# dcache_flat

==> dcache_flat/pdn.png <==
(1 px per um) Pins as bars on the die edge.
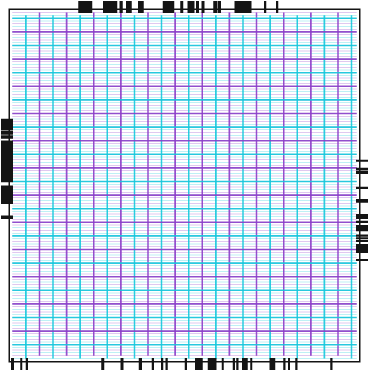

<file path="src/rtl/cpu_types_pkg.sv">
// Shared CPU types: 32-bit word type, data-cache FSM states and the hit-count dump address.
package cpu_types_pkg;

  typedef logic [31:0] word_t;

  // Address the data cache writes its hit count to after a flush, when counting is built in.
  localparam word_t HITCOUNT_ADDR = 32'h0000_3100;

  typedef enum logic [2:0] {
    IDLE,
    WB,
    FETCH,
    FLUSH,
    FLUSH_WB,
    COUNT,
    DONE
  } dcache_state_t;

endpackage

</file>
<file path="src/rtl/dcache_if.sv">
// Data-cache bus bundle: datapath request/response and memory-side transfer signals.
// The slave modport is the cache's view; master is the datapath + memory view.
interface dcache_if;
  import cpu_types_pkg::*;

  // Datapath side
  logic  dmemREN;
  logic  dmemWEN;
  word_t dmemaddr;
  word_t dmemstore;
  logic  halt;
  logic  dhit;
  word_t dmemload;
  logic  flushed;

  // Memory side
  logic  dREN;
  logic  dWEN;
  word_t daddr;
  word_t dstore;
  logic  dwait;
  word_t dload;

  modport slave (
    input  dmemREN, dmemWEN, dmemaddr, dmemstore, halt, dwait, dload,
    output dhit, dmemload, flushed, dREN, dWEN, daddr, dstore
  );

  modport master (
    output dmemREN, dmemWEN, dmemaddr, dmemstore, halt, dwait, dload,
    input  dhit, dmemload, flushed, dREN, dWEN, daddr, dstore
  );

endinterface

</file>
<file path="src/rtl/dcache.sv">
// Direct-mapped, write-back, one-word-line data cache with halt-triggered flush.
// Optional feature: define DCACHE_HITCOUNT_EN to count hits and write the count to
// HITCOUNT_ADDR after the flush completes.
module dcache
  import cpu_types_pkg::*;
#(
  parameter int unsigned SETS = 16
) (
  input logic     CLK,
  input logic     nRST,
  dcache_if.slave dif
);

  localparam int unsigned IDX_W = $clog2(SETS);
  localparam int unsigned TAG_W = 30 - IDX_W;

  typedef logic [IDX_W-1:0] idx_t;
  typedef logic [TAG_W-1:0] tag_t;

`ifdef DCACHE_HITCOUNT_EN
  localparam dcache_state_t WRAP_STATE = COUNT;
`else
  localparam dcache_state_t WRAP_STATE = DONE;
`endif

  logic [SETS-1:0] valid_q, dirty_q;
  tag_t            tag_q  [SETS];
  word_t           data_q [SETS];

  dcache_state_t state_q, state_d;
  idx_t          flush_idx_q, flush_idx_d;

  idx_t req_idx;
  tag_t req_tag;
  logic req;
  logic line_hit;
  logic last_line;
  logic fill_en, store_en, clean_en;

  logic  dhit, flushed, dREN, dWEN;
  word_t dmemload, daddr, dstore;

  // Byte-offset bits never matter to a word cache.
  logic unused_offset;
  assign unused_offset = ^dif.dmemaddr[1:0];

  assign req_idx   = dif.dmemaddr[IDX_W+1:2];
  assign req_tag   = dif.dmemaddr[31:IDX_W+2];
  assign req       = dif.dmemREN | dif.dmemWEN;
  assign line_hit  = valid_q[req_idx] && (tag_q[req_idx] == req_tag);
  assign last_line = (flush_idx_q == idx_t'(SETS - 1));

`ifdef DCACHE_HITCOUNT_EN
  word_t hit_count_q;
  logic  after_fetch_q;

  // Count hits, skipping the one that completes a miss right after a fill.
  always_ff @(posedge CLK or negedge nRST) begin
    if (!nRST) begin
      hit_count_q   <= '0;
      after_fetch_q <= 1'b0;
    end else begin
      after_fetch_q <= fill_en;
      if (dhit && !after_fetch_q) hit_count_q <= hit_count_q + 32'd1;
    end
  end
`endif

  // State and flush-index register.
  always_ff @(posedge CLK or negedge nRST) begin
    if (!nRST) begin
      state_q     <= IDLE;
      flush_idx_q <= '0;
    end else begin
      state_q     <= state_d;
      flush_idx_q <= flush_idx_d;
    end
  end

  // Line storage: fill on fetch, update on store hit, clean on flush write-back.
  always_ff @(posedge CLK or negedge nRST) begin
    if (!nRST) begin
      valid_q <= '0;
      dirty_q <= '0;
      for (int i = 0; i < SETS; i++) begin
        tag_q[i]  <= '0;
        data_q[i] <= '0;
      end
    end else begin
      if (fill_en) begin
        data_q[req_idx]  <= dif.dload;
        tag_q[req_idx]   <= req_tag;
        valid_q[req_idx] <= 1'b1;
        dirty_q[req_idx] <= 1'b0;
      end else if (store_en) begin
        data_q[req_idx]  <= dif.dmemstore;
        dirty_q[req_idx] <= 1'b1;
      end
      if (clean_en) dirty_q[flush_idx_q] <= 1'b0;
    end
  end

  // Next-state and output decode.
  always_comb begin
    state_d     = state_q;
    flush_idx_d = flush_idx_q;
    dhit        = 1'b0;
    dmemload    = '0;
    flushed     = 1'b0;
    dREN        = 1'b0;
    dWEN        = 1'b0;
    daddr       = '0;
    dstore      = '0;
    fill_en     = 1'b0;
    store_en    = 1'b0;
    clean_en    = 1'b0;

    unique case (state_q)
      IDLE: begin
        if (dif.halt) begin
          state_d     = FLUSH;
          flush_idx_d = '0;
        end else if (req) begin
          if (line_hit) begin
            dhit     = 1'b1;
            dmemload = data_q[req_idx];
            store_en = dif.dmemWEN;
          end else if (valid_q[req_idx] && dirty_q[req_idx]) begin
            state_d = WB;
          end else begin
            state_d = FETCH;
          end
        end
      end
      WB: begin
        dWEN   = 1'b1;
        daddr  = {tag_q[req_idx], req_idx, 2'b00};
        dstore = data_q[req_idx];
        if (!dif.dwait) state_d = FETCH;
      end
      FETCH: begin
        dREN  = 1'b1;
        daddr = {dif.dmemaddr[31:2], 2'b00};
        if (!dif.dwait) begin
          fill_en = 1'b1;
          state_d = IDLE;
        end
      end
      FLUSH: begin
        if (valid_q[flush_idx_q] && dirty_q[flush_idx_q]) begin
          state_d = FLUSH_WB;
        end else if (last_line) begin
          state_d = WRAP_STATE;
        end else begin
          flush_idx_d = flush_idx_q + 1'b1;
        end
      end
      FLUSH_WB: begin
        dWEN   = 1'b1;
        daddr  = {tag_q[flush_idx_q], flush_idx_q, 2'b00};
        dstore = data_q[flush_idx_q];
        if (!dif.dwait) begin
          clean_en = 1'b1;
          if (last_line) begin
            state_d = WRAP_STATE;
          end else begin
            flush_idx_d = flush_idx_q + 1'b1;
            state_d     = FLUSH;
          end
        end
      end
      COUNT: begin
`ifdef DCACHE_HITCOUNT_EN
        dWEN   = 1'b1;
        daddr  = HITCOUNT_ADDR;
        dstore = hit_count_q;
        if (!dif.dwait) state_d = DONE;
`else
        state_d = DONE;
`endif
      end
      DONE: begin
        flushed = 1'b1;
      end
      default: state_d = IDLE;
    endcase
  end

  assign dif.dhit     = dhit;
  assign dif.dmemload = dmemload;
  assign dif.flushed  = flushed;
  assign dif.dREN     = dREN;
  assign dif.dWEN     = dWEN;
  assign dif.daddr    = daddr;
  assign dif.dstore   = dstore;

endmodule

</file>
<file path="src/flat_wrapper.sv">
// flat-port wrapper written by rule: the top's interface ports become plain ports
module dcache_flat import cpu_types_pkg::*;
#(
  parameter int unsigned SETS = 16
)
  (CLK, nRST, dif_dmemREN, dif_dmemWEN, dif_dmemaddr, dif_dmemstore, dif_halt, dif_dwait, dif_dload, dif_dhit, dif_dmemload, dif_flushed, dif_dREN, dif_dWEN, dif_daddr, dif_dstore);
  dcache_if dif_i ();
  input logic CLK;
  input logic nRST;
  input wire logic [$bits(dif_i.dmemREN)-1:0] dif_dmemREN;
  input wire logic [$bits(dif_i.dmemWEN)-1:0] dif_dmemWEN;
  input wire logic [$bits(dif_i.dmemaddr)-1:0] dif_dmemaddr;
  input wire logic [$bits(dif_i.dmemstore)-1:0] dif_dmemstore;
  input wire logic [$bits(dif_i.halt)-1:0] dif_halt;
  input wire logic [$bits(dif_i.dwait)-1:0] dif_dwait;
  input wire logic [$bits(dif_i.dload)-1:0] dif_dload;
  output wire logic [$bits(dif_i.dhit)-1:0] dif_dhit;
  output wire logic [$bits(dif_i.dmemload)-1:0] dif_dmemload;
  output wire logic [$bits(dif_i.flushed)-1:0] dif_flushed;
  output wire logic [$bits(dif_i.dREN)-1:0] dif_dREN;
  output wire logic [$bits(dif_i.dWEN)-1:0] dif_dWEN;
  output wire logic [$bits(dif_i.daddr)-1:0] dif_daddr;
  output wire logic [$bits(dif_i.dstore)-1:0] dif_dstore;
  assign dif_i.dmemREN = dif_dmemREN;
  assign dif_i.dmemWEN = dif_dmemWEN;
  assign dif_i.dmemaddr = dif_dmemaddr;
  assign dif_i.dmemstore = dif_dmemstore;
  assign dif_i.halt = dif_halt;
  assign dif_i.dwait = dif_dwait;
  assign dif_i.dload = dif_dload;
  assign dif_dhit = dif_i.dhit;
  assign dif_dmemload = dif_i.dmemload;
  assign dif_flushed = dif_i.flushed;
  assign dif_dREN = dif_i.dREN;
  assign dif_dWEN = dif_i.dWEN;
  assign dif_daddr = dif_i.daddr;
  assign dif_dstore = dif_i.dstore;
  dcache #(.SETS(SETS)) u_core (.CLK(CLK), .nRST(nRST), .dif(dif_i));
endmodule
</file>
<file path="config.mk">
export PLATFORM = sky130hd
export DESIGN_NAME = dcache_flat
export DESIGN_NICKNAME = d
export VERILOG_FILES = /design/src/rtl/cpu_types_pkg.sv /design/src/rtl/dcache_if.sv /design/src/rtl/dcache.sv /design/src/flat_wrapper.sv
export SDC_FILE = /design/constraint.sdc
export NUM_CORES = 2
export LEC_CHECK = 0
export CAP_MARGIN = 15
export CORE_AREA = 2 2 347 349
export CTS_BUF_LIST = sky130_fd_sc_hd__clkbuf_8
export DETAILED_ROUTE_END_ITERATION = 10
export DIE_AREA = 0 0 349 351
export GPL_TIMING_DRIVEN = 0
export PLACE_DENSITY = 0.71
export SYNTH_ARGS = -nofsm -noshare
export SYNTH_HDL_FRONTEND = slang
export SYNTH_SLANG_ARGS = --single-unit
export TNS_END_PERCENT = 5
</file>
<file path="constraint.sdc">
create_clock -name CLK -period 5.99 [get_ports CLK]
set_input_delay 1.198 -clock CLK [delete_from_list [all_inputs] [get_ports CLK]]
set_output_delay 1.198 -clock CLK [all_outputs]
set_load 0.05 [all_outputs]
</file>
# button_debouncer

===== src/rtl/button_debouncer.sv =====
// Purpose: synchronise and debounce an active-low pushbutton; flag each new press.
// Latency: 2 sync cycles + DEBOUNCE_CYCLES stable cycles before the level/pulse moves.
// Backpressure: none; press_pulse is a single-cycle strobe.
module button_debouncer #(
    parameter int DEBOUNCE_CYCLES = 500000,
    parameter int CNT_W           = 19
) (
    input  logic clk,
    input  logic rst_n,
    input  logic btn_n,
    output logic pressed,
    output logic press_pulse
);

    logic             sync1_n;
    logic             sync2_n;
    logic             level_n;
    logic [CNT_W-1:0] stable_cnt;

    always_ff @(posedge clk or negedge rst_n) begin
        if (!rst_n) begin
            sync1_n     <= 1'b1;
            sync2_n     <= 1'b1;
            level_n     <= 1'b1;
            stable_cnt  <= '0;
            press_pulse <= 1'b0;
        end else begin
            sync1_n     <= btn_n;
            sync2_n     <= sync1_n;
            press_pulse <= 1'b0;
            // Count consecutive cycles that disagree with the accepted level;
            // any return to the old level throws the count away.
            if (sync2_n == level_n) begin
                stable_cnt <= '0;
            end else if (stable_cnt == CNT_W'(DEBOUNCE_CYCLES - 1)) begin
                level_n     <= sync2_n;
                stable_cnt  <= '0;
                press_pulse <= ~sync2_n;
            end else begin
                stable_cnt <= stable_cnt + 1'b1;
            end
        end
    end

    assign pressed = ~level_n;

endmodule


===== config.mk =====
export PLATFORM = sky130hd
export DESIGN_NAME = button_debouncer
export DESIGN_NICKNAME = d
export VERILOG_FILES = /design/src/rtl/button_debouncer.sv
export SDC_FILE = /design/constraint.sdc
export NUM_CORES = 1
export LEC_CHECK = 0
export ABC_AREA = 1
export CAP_MARGIN = 20
export CORE_ASPECT_RATIO = 1.25
export CORE_UTILIZATION = 31
export CTS_BUF_LIST = sky130_fd_sc_hd__clkbuf_8
export DETAILED_ROUTE_END_ITERATION = 6
export GPL_TIMING_DRIVEN = 0
export PLACE_DENSITY = 0.46
export RECOVER_POWER = 50
export SLEW_MARGIN = 20
export SYNTH_ARGS = -nofsm -noshare
export SYNTH_HDL_FRONTEND = slang
export SYNTH_SLANG_ARGS = --single-unit

===== constraint.sdc =====
create_clock -name clk -period 3.26 [get_ports clk]
set_clock_uncertainty 0.1 [all_clocks]
set_input_delay 0.652 -clock clk [delete_from_list [all_inputs] [get_ports clk]]
set_output_delay 0.652 -clock clk [all_outputs]
set_load 0.005 [all_outputs]

==> dcache_flat/cell_classes.png <==
(1.5 px per um) Fill, decap, tap and diode cells in gray.
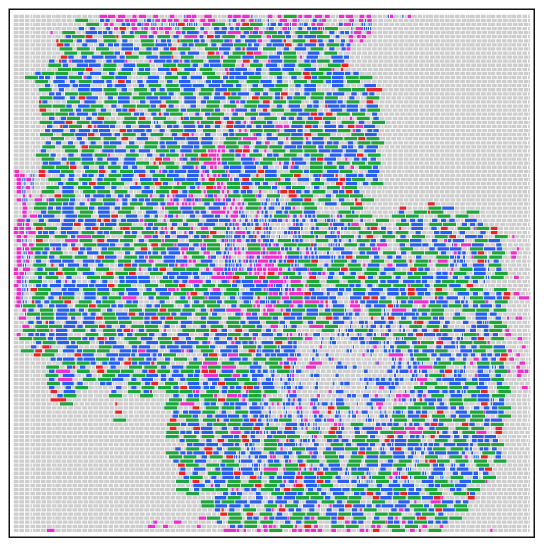
| color | class | cells | share of their area |
|---|---|---|---|
| blue | all other logic | 2313 | 46% |
| magenta | other buffers and delay cells | 642 | 9.1% |
| green | flip-flops | 967 | 40% |
| red | clock drivers and dummy loads | 306 | 5.8% |
final design instance area without fill: 63200 um2
Floorplan Core Area: 119000 um2
Placement Rows: 127

About dcache_flat/pdn.png:
| color | net |
|---|---|
| purple | VDD |
| cyan | VSS |
rows: 127
met4 straps: 25
met5 straps: 25
met1 rails: 128

==> flow_summary.ini, dcache_flat <==
; flow metrics
[worst_setup_path]
timing.critical_path.slowest_stage_cell = or4b_4
worstSetupEndpoint = dif_dmemload[8]

[run_status]
failed_checks = setup timing
status = finished with violations

[power]
power_switching_share_pct = 35.3
p_per_area_nw_per_um2 = 442

[cells_and_area]
drive_above_1_share_pct = 49.4
layout_top_cell = dfrtp_1
nClkBuffers = 223
layoutNonFillerInstCount = 5783

[drt]
met1_length_mm = 72.5
highest-signal-layer = met5

[yosys]
postSynthSeqShare_pct = 45.5
yosys.cell_count.top_type = dfrtp_1

[flow_run]
warning_count = 46

[clock_tree]
cts_buffer_depth = 3
post-cts-setup-buffers = 32
path_clk_slew_ps = 60

[timing]
timing.fmax_mhz = 159
timing.final.setup_violations = 48
post-route-worst-setup-slack_ps = -290
==> button_debouncer/pdn.png <==
(4 px per um) Pins as bars on the die edge.
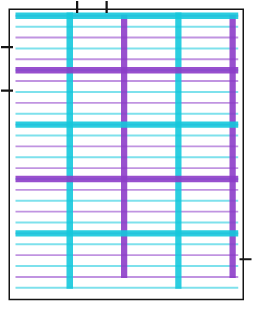
| color | net |
|---|---|
| purple | VDD |
| cyan | VSS |
met4 straps: 4
met1 rails: 26
rows: 25
Die H: 72.2 um
Die Span X: 58.1 um
worst IR drop on VDD: 0.195 mV
Floorplan Core Area: 3780 um2

==> flow_summary.ini, button_debouncer <==
; flow metrics
[run_status]
status = complete, no violations

[cells_and_area]
post-route-cell-area_um2 = 1370
max_flop_register = stable_cnt
synthToLayoutAreaGrowth_pct = 12.0
layout_top_cell = nor2_1
layoutNonFillerInstCount = 212

[timing]
finalCriticalPeriod_ps = 2080
max_slew_margin_pct = 17.1

[worst_setup_path]
critical_path.reg2reg.endpoint = stable_cnt[17]
setup.reg_to_reg.worst_slack_ps = 1660
startpoint_type = register
worstSetupEndpoint = pressed
critical_path_depth = 2

[min_path]
timing.hold.worst_endpoint = sync2_n

[yosys]
synth.largest_area_cell = dfrtp_1

[power]
power_switching_share_pct = 22.2

[clock_tree]
tritoncts.num_buffers = 3

[drt]
antenna_violating_nets_post_route = 0

==> screenshots <==
Clock network drawn from the DEF.
picture 1
(8 px per um)
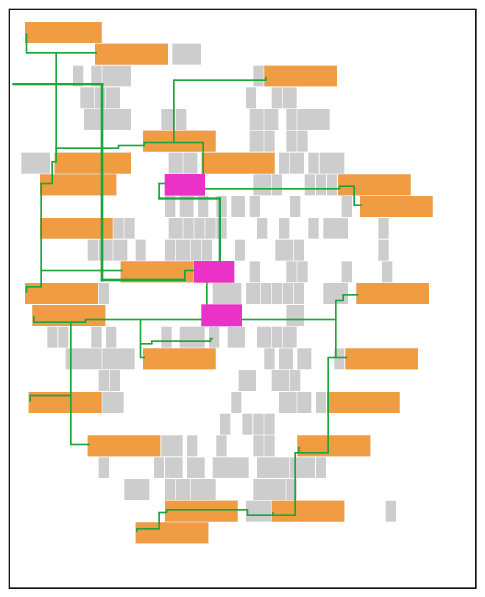
picture 2
(1.5 px per um)
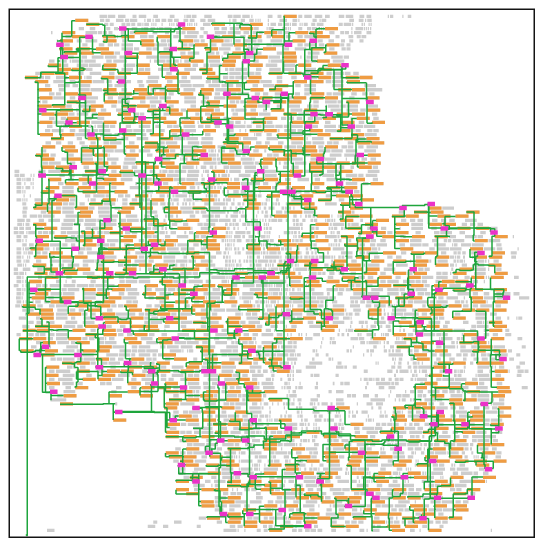
Of these, largest die: picture 2
picture 2 -> dcache_flat
picture 1 -> button_debouncer



==> gallery <==
Congestion heat map.
image #1
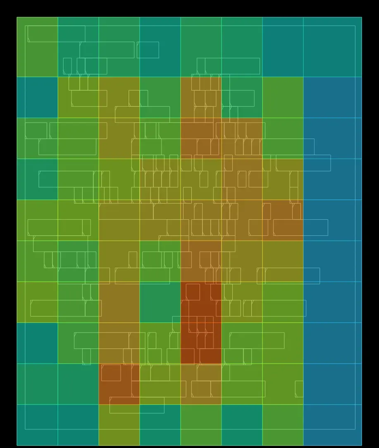
image #2
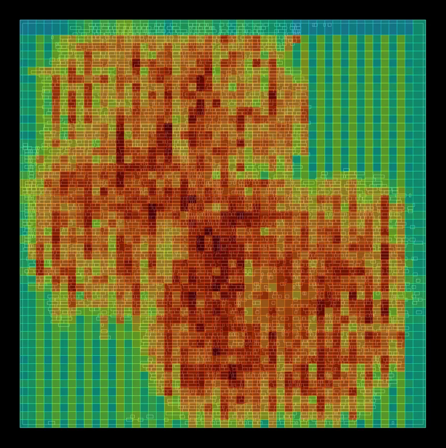
Image #2 comes from dcache_flat.
Image #1 comes from button_debouncer.
The one with the highest track usage is image #2.
The one with the most wire per cell is image #2.

Power figures rest on the tool's default switching activity, not on a simulated workload.
